# ---- serial_operand_loader ----
==> serial_operand_loader/class_map.png <==
Drawn at 6 px/um.
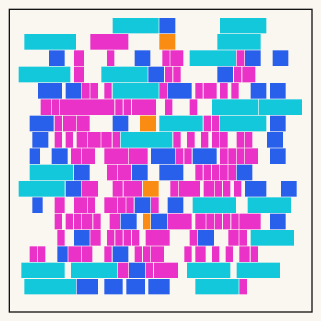

## src/rtl/alu_pkg.sv

```systemverilog
// Shared types and defaults for the 8-bit logic unit front end.
package alu_pkg;

  // Default operand width; each bit feeds one logic-unit input A1..A8.
  localparam int DEFAULT_WIDTH = 8;

  // Serial loader control states.
  typedef enum logic [1:0] {
    IDLE = 2'd0,
    LOAD = 2'd1,
    HOLD = 2'd2
  } loader_state_t;

endpackage : alu_pkg

```

## src/rtl/serial_shift_register.sv

```systemverilog
// LSB-first serial-in / parallel-out shift register with synchronous clear.
module serial_shift_register
  import alu_pkg::*;
#(
  parameter int WIDTH = DEFAULT_WIDTH
) (
  input  logic             clk,
  input  logic             rst_n,
  input  logic             clr,
  input  logic             en,
  input  logic             d,
  output logic [WIDTH-1:0] q
);

  logic [WIDTH-1:0] sr_q;
  logic [WIDTH-1:0] sr_d;

  // Next value: clear wins over shift; new bit enters at the MSB so that
  // after WIDTH shifts the first bit received sits in bit 0.
  always_comb begin
    sr_d = sr_q;
    if (clr) begin
      sr_d = '0;
    end else if (en) begin
      sr_d = {d, sr_q[WIDTH-1:1]};
    end
  end

  // Shift register storage with synchronous active-low reset.
  // NOTE: sequential state uses non-blocking (<=) so every flop samples
  // pre-edge values; reset is checked inside the clocked block, so it is
  // synchronous and only takes effect on a rising edge.
  always_ff @(posedge clk) begin
    if (!rst_n) begin
      sr_q <= '0;
    end else begin
      sr_q <= sr_d;
    end
  end

  assign q = sr_q;

endmodule : serial_shift_register

```

## src/rtl/serial_operand_loader.sv

```systemverilog
// Assembles an operand from an LSB-first serial stream and holds it behind
// a valid/ready handshake until the downstream logic unit accepts it.
module serial_operand_loader
  import alu_pkg::*;
#(
  parameter int WIDTH = DEFAULT_WIDTH,
  parameter int CNT_W = $clog2(WIDTH + 1)
) (
  input  logic             clk,
  input  logic             rst_n,
  input  logic             start,
  input  logic             bit_valid,
  input  logic             serial_in,
  input  logic             out_ready,
  output logic             out_valid,
  output logic [WIDTH-1:0] operand,
  output logic             busy,
  output logic [CNT_W-1:0] bit_count,
  output logic             overrun
);

  localparam logic [CNT_W-1:0] LAST_IDX = CNT_W'(WIDTH - 1);

  loader_state_t    state_q, state_d;
  logic [CNT_W-1:0] cnt_q, cnt_d;
  logic [WIDTH-1:0] operand_q, operand_d;
  logic             overrun_q, overrun_d;
  logic             out_valid_q, out_valid_d;
  logic             busy_q, busy_d;

  logic             sr_clr;
  logic             sr_en;
  logic [WIDTH-1:0] sr_q;

  // The final shift pushes bit 0 of the old contents out; it is never used.
  logic             sr_lsb_unused;
  assign sr_lsb_unused = sr_q[0];

  serial_shift_register #(
    .WIDTH (WIDTH)
  ) u_sr (
    .clk   (clk),
    .rst_n (rst_n),
    .clr   (sr_clr),
    .en    (sr_en),
    .d     (serial_in),
    .q     (sr_q)
  );

  // Next-state, counter, operand capture and overrun decisions.
  // NOTE: every signal written here gets a default first, so no path
  // through the case can leave one unassigned and infer a latch.
  always_comb begin
    state_d   = state_q;
    cnt_d     = cnt_q;
    operand_d = operand_q;
    overrun_d = overrun_q;
    sr_clr    = 1'b0;
    sr_en     = 1'b0;

    unique case (state_q)
      IDLE: begin
        // Strobes while idle are simply ignored.
        if (start) begin
          state_d   = LOAD;
          cnt_d     = '0;
          sr_clr    = 1'b1;
          overrun_d = 1'b0;
        end
      end

      LOAD: begin
        if (start) begin
          // Restart drops any partial frame and a same-cycle bit.
          cnt_d     = '0;
          sr_clr    = 1'b1;
          overrun_d = 1'b0;
        end else if (bit_valid) begin
          sr_en = 1'b1;
          cnt_d = cnt_q + 1'b1;
          if (cnt_q == LAST_IDX) begin
            operand_d = {serial_in, sr_q[WIDTH-1:1]};
            state_d   = HOLD;
          end
        end
      end

      HOLD: begin
        if (out_ready) begin
          // Accept edge: any strobe now is dropped silently.
          cnt_d = '0;
          if (start) begin
            state_d   = LOAD;
            sr_clr    = 1'b1;
            overrun_d = 1'b0;
          end else begin
            state_d = IDLE;
          end
        end else if (bit_valid) begin
          overrun_d = 1'b1;
        end
      end

      default: begin
        state_d = IDLE;
        cnt_d   = '0;
      end
    endcase

    // Status flags are registered from the next state so they line up with
    // the state they describe and never depend on inputs combinationally.
    out_valid_d = (state_d == HOLD);
    busy_d      = (state_d == LOAD);
  end

  // Control and data registers; reset discards any frame in flight.
  always_ff @(posedge clk) begin
    if (!rst_n) begin
      state_q     <= IDLE;
      cnt_q       <= '0;
      operand_q   <= '0;
      overrun_q   <= 1'b0;
      out_valid_q <= 1'b0;
      busy_q      <= 1'b0;
    end else begin
      state_q     <= state_d;
      cnt_q       <= cnt_d;
      operand_q   <= operand_d;
      overrun_q   <= overrun_d;
      out_valid_q <= out_valid_d;
      busy_q      <= busy_d;
    end
  end

  assign out_valid = out_valid_q;
  assign busy      = busy_q;
  assign operand   = operand_q;
  assign bit_count = cnt_q;
  assign overrun   = overrun_q;

endmodule : serial_operand_loader

```

## config.mk

```make
export PLATFORM = sky130hd
export DESIGN_NAME = serial_operand_loader
export DESIGN_NICKNAME = d
export VERILOG_FILES = /design/src/rtl/alu_pkg.sv /design/src/rtl/serial_shift_register.sv /design/src/rtl/serial_operand_loader.sv
export SDC_FILE = /design/constraint.sdc
export NUM_CORES = 1
export LEC_CHECK = 0
export ABC_AREA = 1
export CAP_MARGIN = 20
export CORE_UTILIZATION = 44
export DETAILED_ROUTE_END_ITERATION = 12
export PLACE_DENSITY = 0.73
export SYNTH_ARGS = -nofsm -noshare
export SYNTH_HDL_FRONTEND = slang
export SYNTH_SLANG_ARGS = --single-unit
```

## constraint.sdc

```tcl
create_clock -name clk -period 1.2 [get_ports clk]
set_input_delay 0.36 -clock clk [delete_from_list [all_inputs] [get_ports clk]]
set_output_delay 0.36 -clock clk [all_outputs]
set_load 0.02 [all_outputs]
```

# ---- key_filter ----
## config.mk

```make
export PLATFORM = sky130hd
export DESIGN_NAME = key_filter
export DESIGN_NICKNAME = d
export VERILOG_FILES = /design/src/rtl/key_filter.sv
export SDC_FILE = /design/constraint.sdc
export NUM_CORES = 1
export LEC_CHECK = 0
export CAP_MARGIN = 20
export CORE_UTILIZATION = 50
export CTS_CLUSTER_DIAMETER = 100
export DETAILED_ROUTE_END_ITERATION = 10
export PLACE_DENSITY = 0.74
export SETUP_SLACK_MARGIN = 0.05
export SYNTH_ARGS = -nofsm -noshare
export SYNTH_HDL_FRONTEND = slang
export SYNTH_SLANG_ARGS = --single-unit
```

## constraint.sdc

```tcl
create_clock -name clock -period 1.95 [get_ports clock]
set_input_delay 0.2925 -clock clock [delete_from_list [all_inputs] [get_ports clock]]
set_output_delay 0.2925 -clock clock [all_outputs]
set_load 0.03 [all_outputs]
```

## src/rtl/key_filter.sv

```systemverilog
// Debounced key with press/release pulses, an 8-bit press counter and an optional long-press pulse (KEY_LONGPRESS_EN).
// Latency: a pulse appears DEBOUNCE_CYC+2 edges after the first stable sample; no backpressure, the outputs are free-running.
module key_filter #(
    parameter int          DEBOUNCE_CYC = 50000,
    parameter int          CNT_W        = 16,
    parameter logic [23:0] LONG_CYC     = 24'd5000000
) (
    input  logic       clock,
    input  logic       rstn,
    input  logic       key_in,
    output logic       key_state,
    output logic       press_pulse,
    output logic       release_pulse,
    output logic [7:0] press_count,
    output logic       long_pulse
);

    typedef enum logic [1:0] {IDLE, PRESS_CHK, PRESSED, RELEASE_CHK} state_t;

    localparam logic [CNT_W-1:0] CNT_LAST = CNT_W'(DEBOUNCE_CYC - 1);

    logic             sync1;
    logic             key_s;
    state_t           state;
    state_t           state_nxt;
    logic [CNT_W-1:0] cnt;
    logic [CNT_W-1:0] cnt_nxt;
    logic             press_nxt;
    logic             release_nxt;

    // Flops reset to the released level so reset never looks like a press.
    always_ff @(posedge clock or negedge rstn) begin
        if (!rstn) begin
            sync1 <= 1'b1;
            key_s <= 1'b1;
        end else begin
            sync1 <= key_in;
            key_s <= sync1;
        end
    end

    always_ff @(posedge clock or negedge rstn) begin
        if (!rstn) begin
            state <= IDLE;
            cnt   <= '0;
        end else begin
            state <= state_nxt;
            cnt   <= cnt_nxt;
        end
    end

    always_comb begin
        state_nxt   = state;
        cnt_nxt     = cnt;
        press_nxt   = 1'b0;
        release_nxt = 1'b0;
        case (state)
            IDLE: begin
                if (!key_s) begin
                    state_nxt = PRESS_CHK;
                    cnt_nxt   = '0;
                end
            end
            PRESS_CHK: begin
                if (key_s) begin
                    state_nxt = IDLE;
                    cnt_nxt   = '0;
                end else if (cnt == CNT_LAST) begin
                    state_nxt = PRESSED;
                    cnt_nxt   = '0;
                    press_nxt = 1'b1;
                end else begin
                    cnt_nxt = cnt + 1'b1;
                end
            end
            PRESSED: begin
                if (key_s) begin
                    state_nxt = RELEASE_CHK;
                    cnt_nxt   = '0;
                end
            end
            RELEASE_CHK: begin
                if (!key_s) begin
                    state_nxt = PRESSED;
                    cnt_nxt   = '0;
                end else if (cnt == CNT_LAST) begin
                    state_nxt   = IDLE;
                    cnt_nxt     = '0;
                    release_nxt = 1'b1;
                end else begin
                    cnt_nxt = cnt + 1'b1;
                end
            end
            default: begin
                state_nxt = IDLE;
                cnt_nxt   = '0;
            end
        endcase
    end

    // Registered from next-state so key_state moves on the same edge as the pulses.
    always_ff @(posedge clock or negedge rstn) begin
        if (!rstn) begin
            key_state     <= 1'b0;
            press_pulse   <= 1'b0;
            release_pulse <= 1'b0;
            press_count   <= 8'd0;
        end else begin
            key_state     <= (state_nxt == PRESSED) || (state_nxt == RELEASE_CHK);
            press_pulse   <= press_nxt;
            release_pulse <= release_nxt;
            if (press_nxt) begin
                press_count <= press_count + 8'd1;
            end
        end
    end

`ifdef KEY_LONGPRESS_EN
    logic [23:0] hold;

    // Hold time restarts only on a fresh press; a release bounce keeps the count, so one pulse per press.
    always_ff @(posedge clock or negedge rstn) begin
        if (!rstn) begin
            hold       <= 24'd0;
            long_pulse <= 1'b0;
        end else begin
            long_pulse <= 1'b0;
            if (state == PRESS_CHK && state_nxt == PRESSED) begin
                hold <= 24'd0;
            end else if (state == PRESSED && state_nxt == PRESSED && hold != LONG_CYC) begin
                hold <= hold + 24'd1;
                if (hold == LONG_CYC - 24'd2) begin
                    long_pulse <= 1'b1;
                end
            end
        end
    end
`else
    assign long_pulse = 1'b0 & (|LONG_CYC);
`endif

endmodule
```

==> serial_operand_loader/pinout.png <==
Drawn at 8 px/um. Pins as bars across the die edge, other pins in grey.
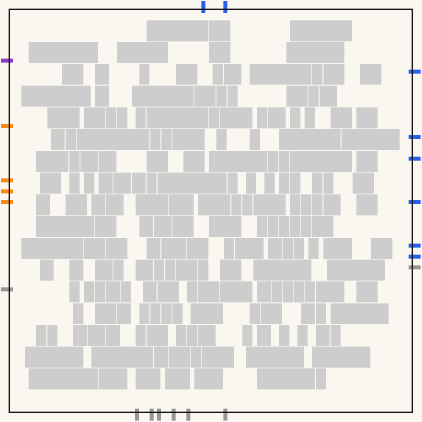
| colour | port | pins | direction | edge |
|---|---|---|---|---|
| orange | bit_count | 4 | output | left |
| purple | clk | 1 | input | left |
| blue | operand | 8 | output | 6 right, 2 top |
all pins by edge: 7 right, 6 left, 6 bottom, 2 top
die span in y: 50.20 um
port buffer count: 20
floorplan die width: 50.20 um

==> serial_operand_loader/clock_nets.png <==
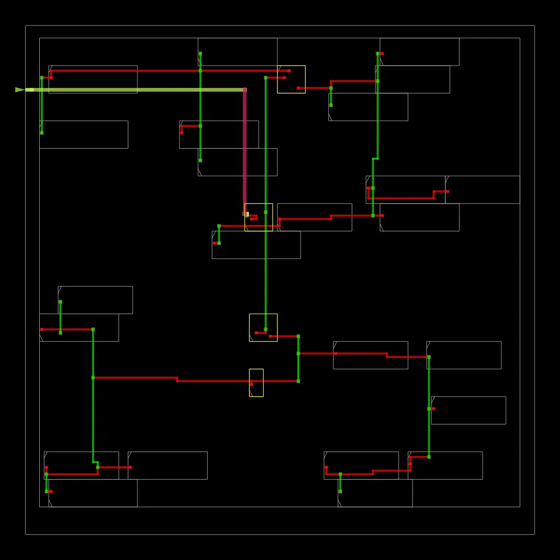
worst-case clock skew: 0.002347 ns
Clock Latency Late Sink: 0.31 ns

About serial_operand_loader/class_map.png:
| colour | class | cells |
|---|---|---|
| blue | remaining buffers and delay cells | 44 |
| cyan | sequential cells | 24 |
| magenta | remaining logic cells | 119 |
| orange | clock drivers and dummy loads | 4 |
Layout Cell Area excl Fill: 1525 um^2
Core Region: 2191 um^2
share of cell area taken by flip-flops and latches: 33.22%
final standard cell utilization of the core: 69.62%
number of placement rows: 17

==> impl_metrics.env, serial_operand_loader <==
# source this file to load flow results
export IMPL_finalSetupViolCount=0
export IMPL_initCoreUtil_pct=46.66
export IMPL_run_status="completed"
export IMPL_synth_largest_type_area_fraction_pct=47.00
export IMPL_routabilityCongestion=0.8300
export IMPL_num_antenna_cells=0
export IMPL_worstSetupEndpoint="bit_count[1]"
export IMPL_final_layout_top_logic_cell="sky130_fd_sc_hd__nand2_1"
export IMPL_antenna_found_initial=0
export IMPL_synth_adder_area_share_pct=1.224
export IMPL_power_ir_vdd_worst_mv=0.7357
export IMPL_clk_root_buffer_cell="sky130_fd_sc_hd__clkbuf_4"
export IMPL_route_vias_total=1030
export IMPL_via_count_of_the_first_global_routing_pass=975
export IMPL_finish_cell_count_without_fillers=219
[serial_operand_loader: cells in the mapped netlist, types with 3 or more instances]
cell type,number
sky130_fd_sc_hd__a21oi_1,9
sky130_fd_sc_hd__dfxtp_1,24
sky130_fd_sc_hd__inv_1,11
sky130_fd_sc_hd__inv_2,3
sky130_fd_sc_hd__nand2_1,40
sky130_fd_sc_hd__nand3_1,9
sky130_fd_sc_hd__nor2_1,32
sky130_fd_sc_hd__nor2_4,3
sky130_fd_sc_hd__nor3_1,5
[serial_operand_loader: layer usage]
metal | global-route usage, % | vias to the layer above | routed length [um]
li1 | - | 546 | -
met1 | 23.67 | 469 | 1057
met2 | 38.00 | 13 | 1232
met3 | 3.333 | 2 | 79
met4 | 8.571 | 0 | 12
met5 | 0 | - | 0
[serial_operand_loader: cells by family after synthesis]
group	count (synthesis)
AND/OR/NAND/NOR	94
AND-OR/OR-AND	10
buffers and inverters	16
adder cells (fa/ha/maj)	1
flip-flops	24
[serial_operand_loader: power breakdown]
| group | internal, mW | switching [mW] | total (mW) |
|---|---|---|---|
| Combinational | 0.0671 | 0.0824 | 0.149 |
| Clock | 0.121 | 0.233 | 0.354 |
| Sequential | 0.801 | 0.00857 | 0.809 |
==> key_filter/util_map.png <==
Drawn at 6 px/um. The die is cut into 11 by 11 equal tiles; black is low, pale yellow is high, 0 to 100% covered.
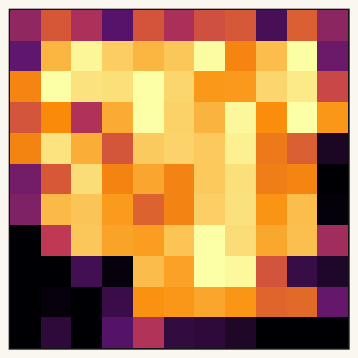
emptiest ninth of the die: bottom left
tiles over 75% full: 48%
fullest tile: 100%
mean over tiles: 61%
Core Region: 2781 um^2
final standard cell utilization of the core: 70.90%
effective utilization at floorplan: 53.13%

==> impl_metrics.env, key_filter <==
# source this file to load flow results
export IMPL_failed_checks="negative setup slack"
export IMPL_combinationalPowerShare_pct=6.3
export IMPL_final_layout_top_logic_cell="sky130_fd_sc_hd__dfrtp_1"
export IMPL_fin_area_um2=1972
export IMPL_layout_area_seq_um2=778.2
export IMPL_reg2reg_setup_slack_ns=-0.06
export IMPL_synthMuxAreaShare_pct=2.794
export IMPL_routabilityCongestion=0.8606
export IMPL_run_status="complete, but fails checks"
export IMPL_synth_top_cells_by_area="sky130_fd_sc_hd__dfrtp_1 (49%), sky130_fd_sc_hd__nand3_1 (5.4%), sky130_fd_sc_hd__nand2_1 (5.1%)"
export IMPL_cts_clk_slew_worst_paths_ns=0.11
export IMPL_syn_inst=151
export IMPL_finalWorstSetupSlack_ns=-0.06298
export IMPL_finalSetupViolCount=17
export IMPL_synthSimpleGateAreaFrac_pct=25.15
export IMPL_max_fanout_on_critical_path=5
export IMPL_crit_arrival_ns=2.23
export IMPL_yosys_most_used_dff="sky130_fd_sc_hd__dfrtp_1"
export IMPL_number_of_placement_rows=19
export IMPL_flip_flops_with_a_built_in_enable=0
export IMPL_num_antenna_cells=0
export IMPL_yosys_area_um2=1478
export IMPL_regToRegEndpoint="cnt[9]"
export IMPL_number_of_cells_in_yosys_stat=151
export IMPL_setup_slack_placement_ns=-0.02638
export IMPL_first_iteration_detailed_routing_drc_count=83
export IMPL_max_cap_violations=0
export IMPL_min_path_type="input port to async pin"
export IMPL_synth_adder_area_share_pct=1.693
## key_filter: per-layer routing
layer | up-vias | wire (um) | track usage (%)
met5 | - | 0 | 0
met3 | 20 | 240 | 5.530
li1 | 615 | - | -
met1 | 637 | 1586 | 33.13
met4 | 0 | 123 | 12.54
met2 | 70 | 1812 | 36.05
## key_filter: registers in the layout, indices dropped and copies added, names as in the netlist
| name | flops |
|---|---|
| key_s | 1 |
| key_state | 1 |
| cnt | 16 |
| state | 2 |
| sync1 | 1 |
| release_pulse | 1 |
| press_pulse | 1 |
| press_count | 8 |
## key_filter: worst max-delay path: stages (launching register included)
cell                      delay, ns
sky130_fd_sc_hd__dfrtp_1       0.41
sky130_fd_sc_hd__or4b_4        0.56
sky130_fd_sc_hd__nor4_4        0.35
sky130_fd_sc_hd__buf_2         0.22
sky130_fd_sc_hd__or2_4         0.17
sky130_fd_sc_hd__or3_1         0.10
sky130_fd_sc_hd__o21ai_0       0.08
## key_filter: cell type report
cell class | instances | area share, %
Sequential cell | 31 | 39.47
Multi-Input combinational cell | 112 | 38.77
Timing Repair Buffer | 36 | 15.99
Clock buffer | 7 | 2.792
Tap cell | 31 | 1.967
Inverter | 4 | 0.7614
Clock inverter | 1 | 0.2538

## Gallery

Routed metal, one colour a layer.
image #1
Drawn at 6 px/um.
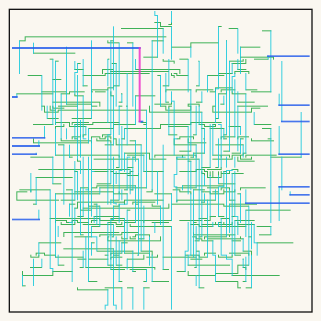
image #2
Drawn at 4 px/um.
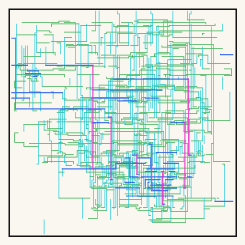
serial_operand_loader: image #1
key_filter: image #2


# ---- primitive_assembler ----
==> primitive_assembler/class_map.png <==
Drawn at 1 px/um.
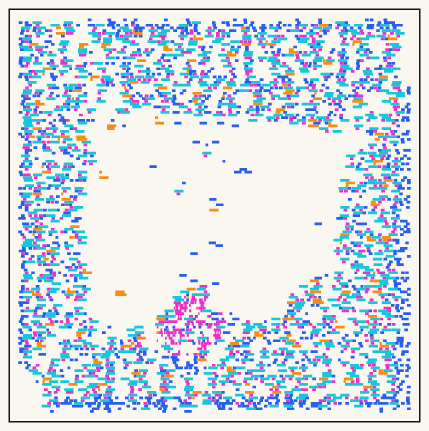
==> primitive_assembler/pinout.png <==
Drawn at 1 px/um. Pins as bars across the die edge, other pins in grey.
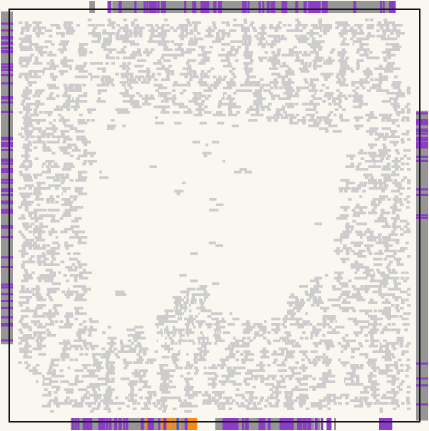
==> primitive_assembler/util_map.png <==
Drawn at 1 px/um. The die is cut into 20 by 21 equal tiles; black is low, pale yellow is high, 0 to 100% covered.
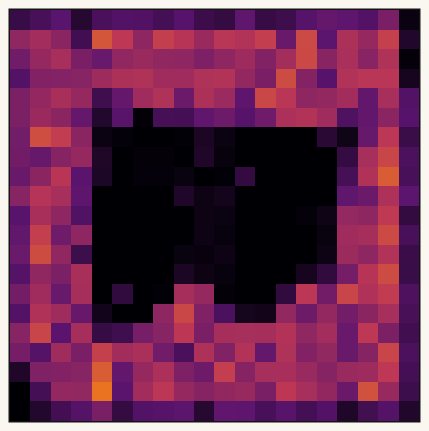
==> config.mk <==
export PLATFORM = sky130hd
export DESIGN_NAME = primitive_assembler
export DESIGN_NICKNAME = d
export VERILOG_FILES = /design/src/rtl/primitive_assembler.sv
export SDC_FILE = /design/constraint.sdc
export NUM_CORES = 1
export LEC_CHECK = 0
export CAP_MARGIN = 40
export CORE_AREA = 8 8 401 403
export DETAILED_ROUTE_END_ITERATION = 6
export DIE_AREA = 0 0 409 411
export PLACE_DENSITY = 0.38
export SYNTH_ARGS = -nofsm -noshare
export SYNTH_HDL_FRONTEND = slang
export SYNTH_SLANG_ARGS = --single-unit
==> constraint.sdc <==
create_clock -name clk -period 3.06 [get_ports clk]
set_clock_uncertainty 0.05 [all_clocks]
set_input_delay 0.612 -clock clk [delete_from_list [all_inputs] [get_ports clk]]
set_output_delay 0.612 -clock clk [all_outputs]
set_load 0.03 [all_outputs]
==> src/rtl/primitive_assembler.sv <==
// Groups fetched vertices into triangles (3 payloads out); tri valid 1 cycle after 3rd vertex; accept and emit never overlap.
// Define PRIM_ASM_STRIP_EN to add strip-mode assembly via i_strip_mode.
module primitive_assembler #(
  parameter int VERTEX_WIDTH = 256,
  parameter int COUNT_WIDTH  = 16
) (
  input  logic                    clk,
  input  logic                    rst_n,
  input  logic                    i_draw_start,
  input  logic [COUNT_WIDTH-1:0]  i_vertex_count,
`ifdef PRIM_ASM_STRIP_EN
  input  logic                    i_strip_mode,
`endif
  output logic                    o_busy,
  input  logic                    i_vtx_valid,
  output logic                    o_vtx_ready,
  input  logic [VERTEX_WIDTH-1:0] i_vtx_data,
  output logic                    o_tri_valid,
  input  logic                    i_tri_ready,
  output logic [VERTEX_WIDTH-1:0] o_tri_v0,
  output logic [VERTEX_WIDTH-1:0] o_tri_v1,
  output logic [VERTEX_WIDTH-1:0] o_tri_v2,
  output logic                    o_tri_last,
  output logic                    o_draw_done
);

  typedef enum logic [1:0] {IDLE, COLLECT, EMIT, DONE} state_t;

  state_t                  state_q, state_d;
  logic [COUNT_WIDTH-1:0]  remain_q, remain_d;
  logic [1:0]              idx_q, idx_d;
  logic [VERTEX_WIDTH-1:0] slot_q [3];
  logic [VERTEX_WIDTH-1:0] slot_d [3];
  logic                    odd_q, odd_d;
  logic                    swap;

`ifdef PRIM_ASM_STRIP_EN
  logic strip_q, strip_d;
`else
  logic strip_q;
  assign strip_q = 1'b0;
`endif

  always_comb begin
    state_d     = state_q;
    remain_d    = remain_q;
    idx_d       = idx_q;
    slot_d      = slot_q;
    odd_d       = odd_q;
`ifdef PRIM_ASM_STRIP_EN
    strip_d     = strip_q;
`endif
    o_busy      = (state_q != IDLE);
    o_vtx_ready = 1'b0;
    o_tri_valid = 1'b0;
    o_tri_last  = 1'b0;
    o_draw_done = 1'b0;
    case (state_q)
      IDLE: begin
        if (i_draw_start) begin
          remain_d = i_vertex_count;
          idx_d    = 2'd0;
          odd_d    = 1'b0;
`ifdef PRIM_ASM_STRIP_EN
          strip_d  = i_strip_mode;
`endif
          state_d  = (i_vertex_count == '0) ? DONE : COLLECT;
        end
      end
      COLLECT: begin
        o_vtx_ready = 1'b1;
        if (i_vtx_valid) begin
          case (idx_q)
            2'd0:    slot_d[0] = i_vtx_data;
            2'd1:    slot_d[1] = i_vtx_data;
            default: slot_d[2] = i_vtx_data;
          endcase
          remain_d = remain_q - COUNT_WIDTH'(1);
          if (idx_q == 2'd2) begin
            state_d = EMIT;
          end else begin
            idx_d = idx_q + 2'd1;
            // Draw exhausted before a full triangle: trailing vertices are dropped.
            if (remain_q == COUNT_WIDTH'(1)) state_d = DONE;
          end
        end
      end
      EMIT: begin
        o_tri_valid = 1'b1;
        o_tri_last  = (remain_q == '0);
        if (i_tri_ready) begin
          odd_d = ~odd_q;
          if (remain_q == '0) begin
            state_d = DONE;
          end else begin
            state_d = COLLECT;
            if (strip_q) begin
              // Strip reuses the last two vertices; only slot 2 is refilled.
              slot_d[0] = slot_q[1];
              slot_d[1] = slot_q[2];
              slot_d[2] = '0;
              idx_d     = 2'd2;
            end else begin
              slot_d[0] = '0;
              slot_d[1] = '0;
              slot_d[2] = '0;
              idx_d     = 2'd0;
            end
          end
        end
      end
      DONE: begin
        o_draw_done = 1'b1;
        state_d     = IDLE;
      end
      default: state_d = IDLE;
    endcase
  end

  // Odd strip triangles swap v0/v1 to keep a consistent winding.
  assign swap     = strip_q & odd_q;
  assign o_tri_v0 = swap ? slot_q[1] : slot_q[0];
  assign o_tri_v1 = swap ? slot_q[0] : slot_q[1];
  assign o_tri_v2 = slot_q[2];

  always_ff @(posedge clk or negedge rst_n) begin
    if (!rst_n) begin
      state_q   <= IDLE;
      remain_q  <= '0;
      idx_q     <= 2'd0;
      slot_q[0] <= '0;
      slot_q[1] <= '0;
      slot_q[2] <= '0;
      odd_q     <= 1'b0;
`ifdef PRIM_ASM_STRIP_EN
      strip_q   <= 1'b0;
`endif
    end else begin
      state_q   <= state_d;
      remain_q  <= remain_d;
      idx_q     <= idx_d;
      slot_q    <= slot_d;
      odd_q     <= odd_d;
`ifdef PRIM_ASM_STRIP_EN
      strip_q   <= strip_d;
`endif
    end
  end

endmodule
==> impl_metrics.env <==
# source this file to load flow results
export IMPL_run_status="completed"
export IMPL_grtUsageMet1_pct=19.64
export IMPL_n_fill_cell=15628
export IMPL_routedLengthMet1_um=58360
export IMPL_met2_wirelength_um=75220
export IMPL_worst_setup_path_end_kind="primary output"
export IMPL_post_route_min_period_ns=2.895
export IMPL_critical_path_startpoint="remain_q[1]"
export IMPL_holdBufCountCts=1
export IMPL_maximum_clock_frequency_mhz=345.4
export IMPL_post_layout_net_count=3256
export IMPL_worstPathRequired_ns=2.40
export IMPL_power_ir_vdd_worst_mv=0.4868
export IMPL_detail_route_wl_per_cell_um=29.62
export IMPL_floorplan_io_pins=1050
export IMPL_chip_area_um2=168100
export IMPL_synth_yosys_seq_area_share_pct=65.28
export IMPL_routabilityCongestion=0.8345
export IMPL_clock_insertion_delay_worst_skew_ns=0.69
export IMPL_total_standard_cell_area_after_synthesis_um2=30210
export IMPL_cts_sinks=788
export IMPL_synth_largest_type_area_fraction_pct=65.28
export IMPL_power_total_mw=61.22
Notes on primitive_assembler/class_map.png above:
| colour | class | cells |
|---|---|---|
| blue | remaining buffers and delay cells | 1172 |
| magenta | remaining logic cells | 914 |
| cyan | sequential cells | 788 |
| orange | clock drivers and dummy loads | 179 |
final standard cell utilization of the core: 29.91%
share of cell area taken by flip-flops and latches: 42.61%
number of placement rows: 145
Core Region: 154800 um^2

Notes on primitive_assembler/pinout.png above:
| colour | port | pins | direction | edge |
|---|---|---|---|---|
| purple | o_tri_v2 | 256 | output | 100 bottom, 77 top, 54 left, 25 right |
| blue | o_draw_done | 1 | output | bottom |
| orange | i_vertex_count | 16 | input | bottom |
port buffer count: 1049
floorplan die width: 409 um
die span in y: 411 um

Notes on primitive_assembler/util_map.png above:
fullest tile: 68%
nearly empty tiles: 19%
mean over tiles: 26%
densest ninth of the die: bottom right
emptiest ninth of the die: middle
effective utilization at floorplan: 19.52%

## area by class of cell
cell class                 instances  area, um^2  area share [%]
tap                             2058        2575           5.563
antenna                            8       20.02         0.04325
clock buffer                     154        2974           6.425
timing repair buffer            1172       12000           25.92
inverter                           8       30.03         0.06487
sequential                       788       19720           42.61
multi-input combinational        906        8663           18.72
clock inverter                    25       309.0          0.6676
## cell usage after synthesis (all sizes together), types with 2 or more instances
cell,instances
nor2,19
nand2,16
o21ai,8
clkbuf,177
o22ai,10
inv,8
or2,4
a211oi,2
a32o,768
nor4,7
ha,5
nor3b,2
o32ai,2
nand2b,4
nor3,8
and3,3
dfrtp,788
a21oi,15
nand3,3
and2,2
buf,89
nand4,4
o211ai,2
mux2i,7
## worst max-delay path: stages, from the launching register on
cell and delay (ns):
sky130_fd_sc_hd__dfrtp_1 0.40, sky130_fd_sc_hd__inv_2 0.09, sky130_fd_sc_hd__ha_4 0.13, sky130_fd_sc_hd__nor3b_4 0.16, sky130_fd_sc_hd__buf_4 0.13, sky130_fd_sc_hd__nand4b_1 0.14
sky130_fd_sc_hd__nor3b_2 0.20, sky130_fd_sc_hd__buf_4 0.16, sky130_fd_sc_hd__buf_12 0.12

Power figures rest on the tool's default switching activity, not on a simulated workload.
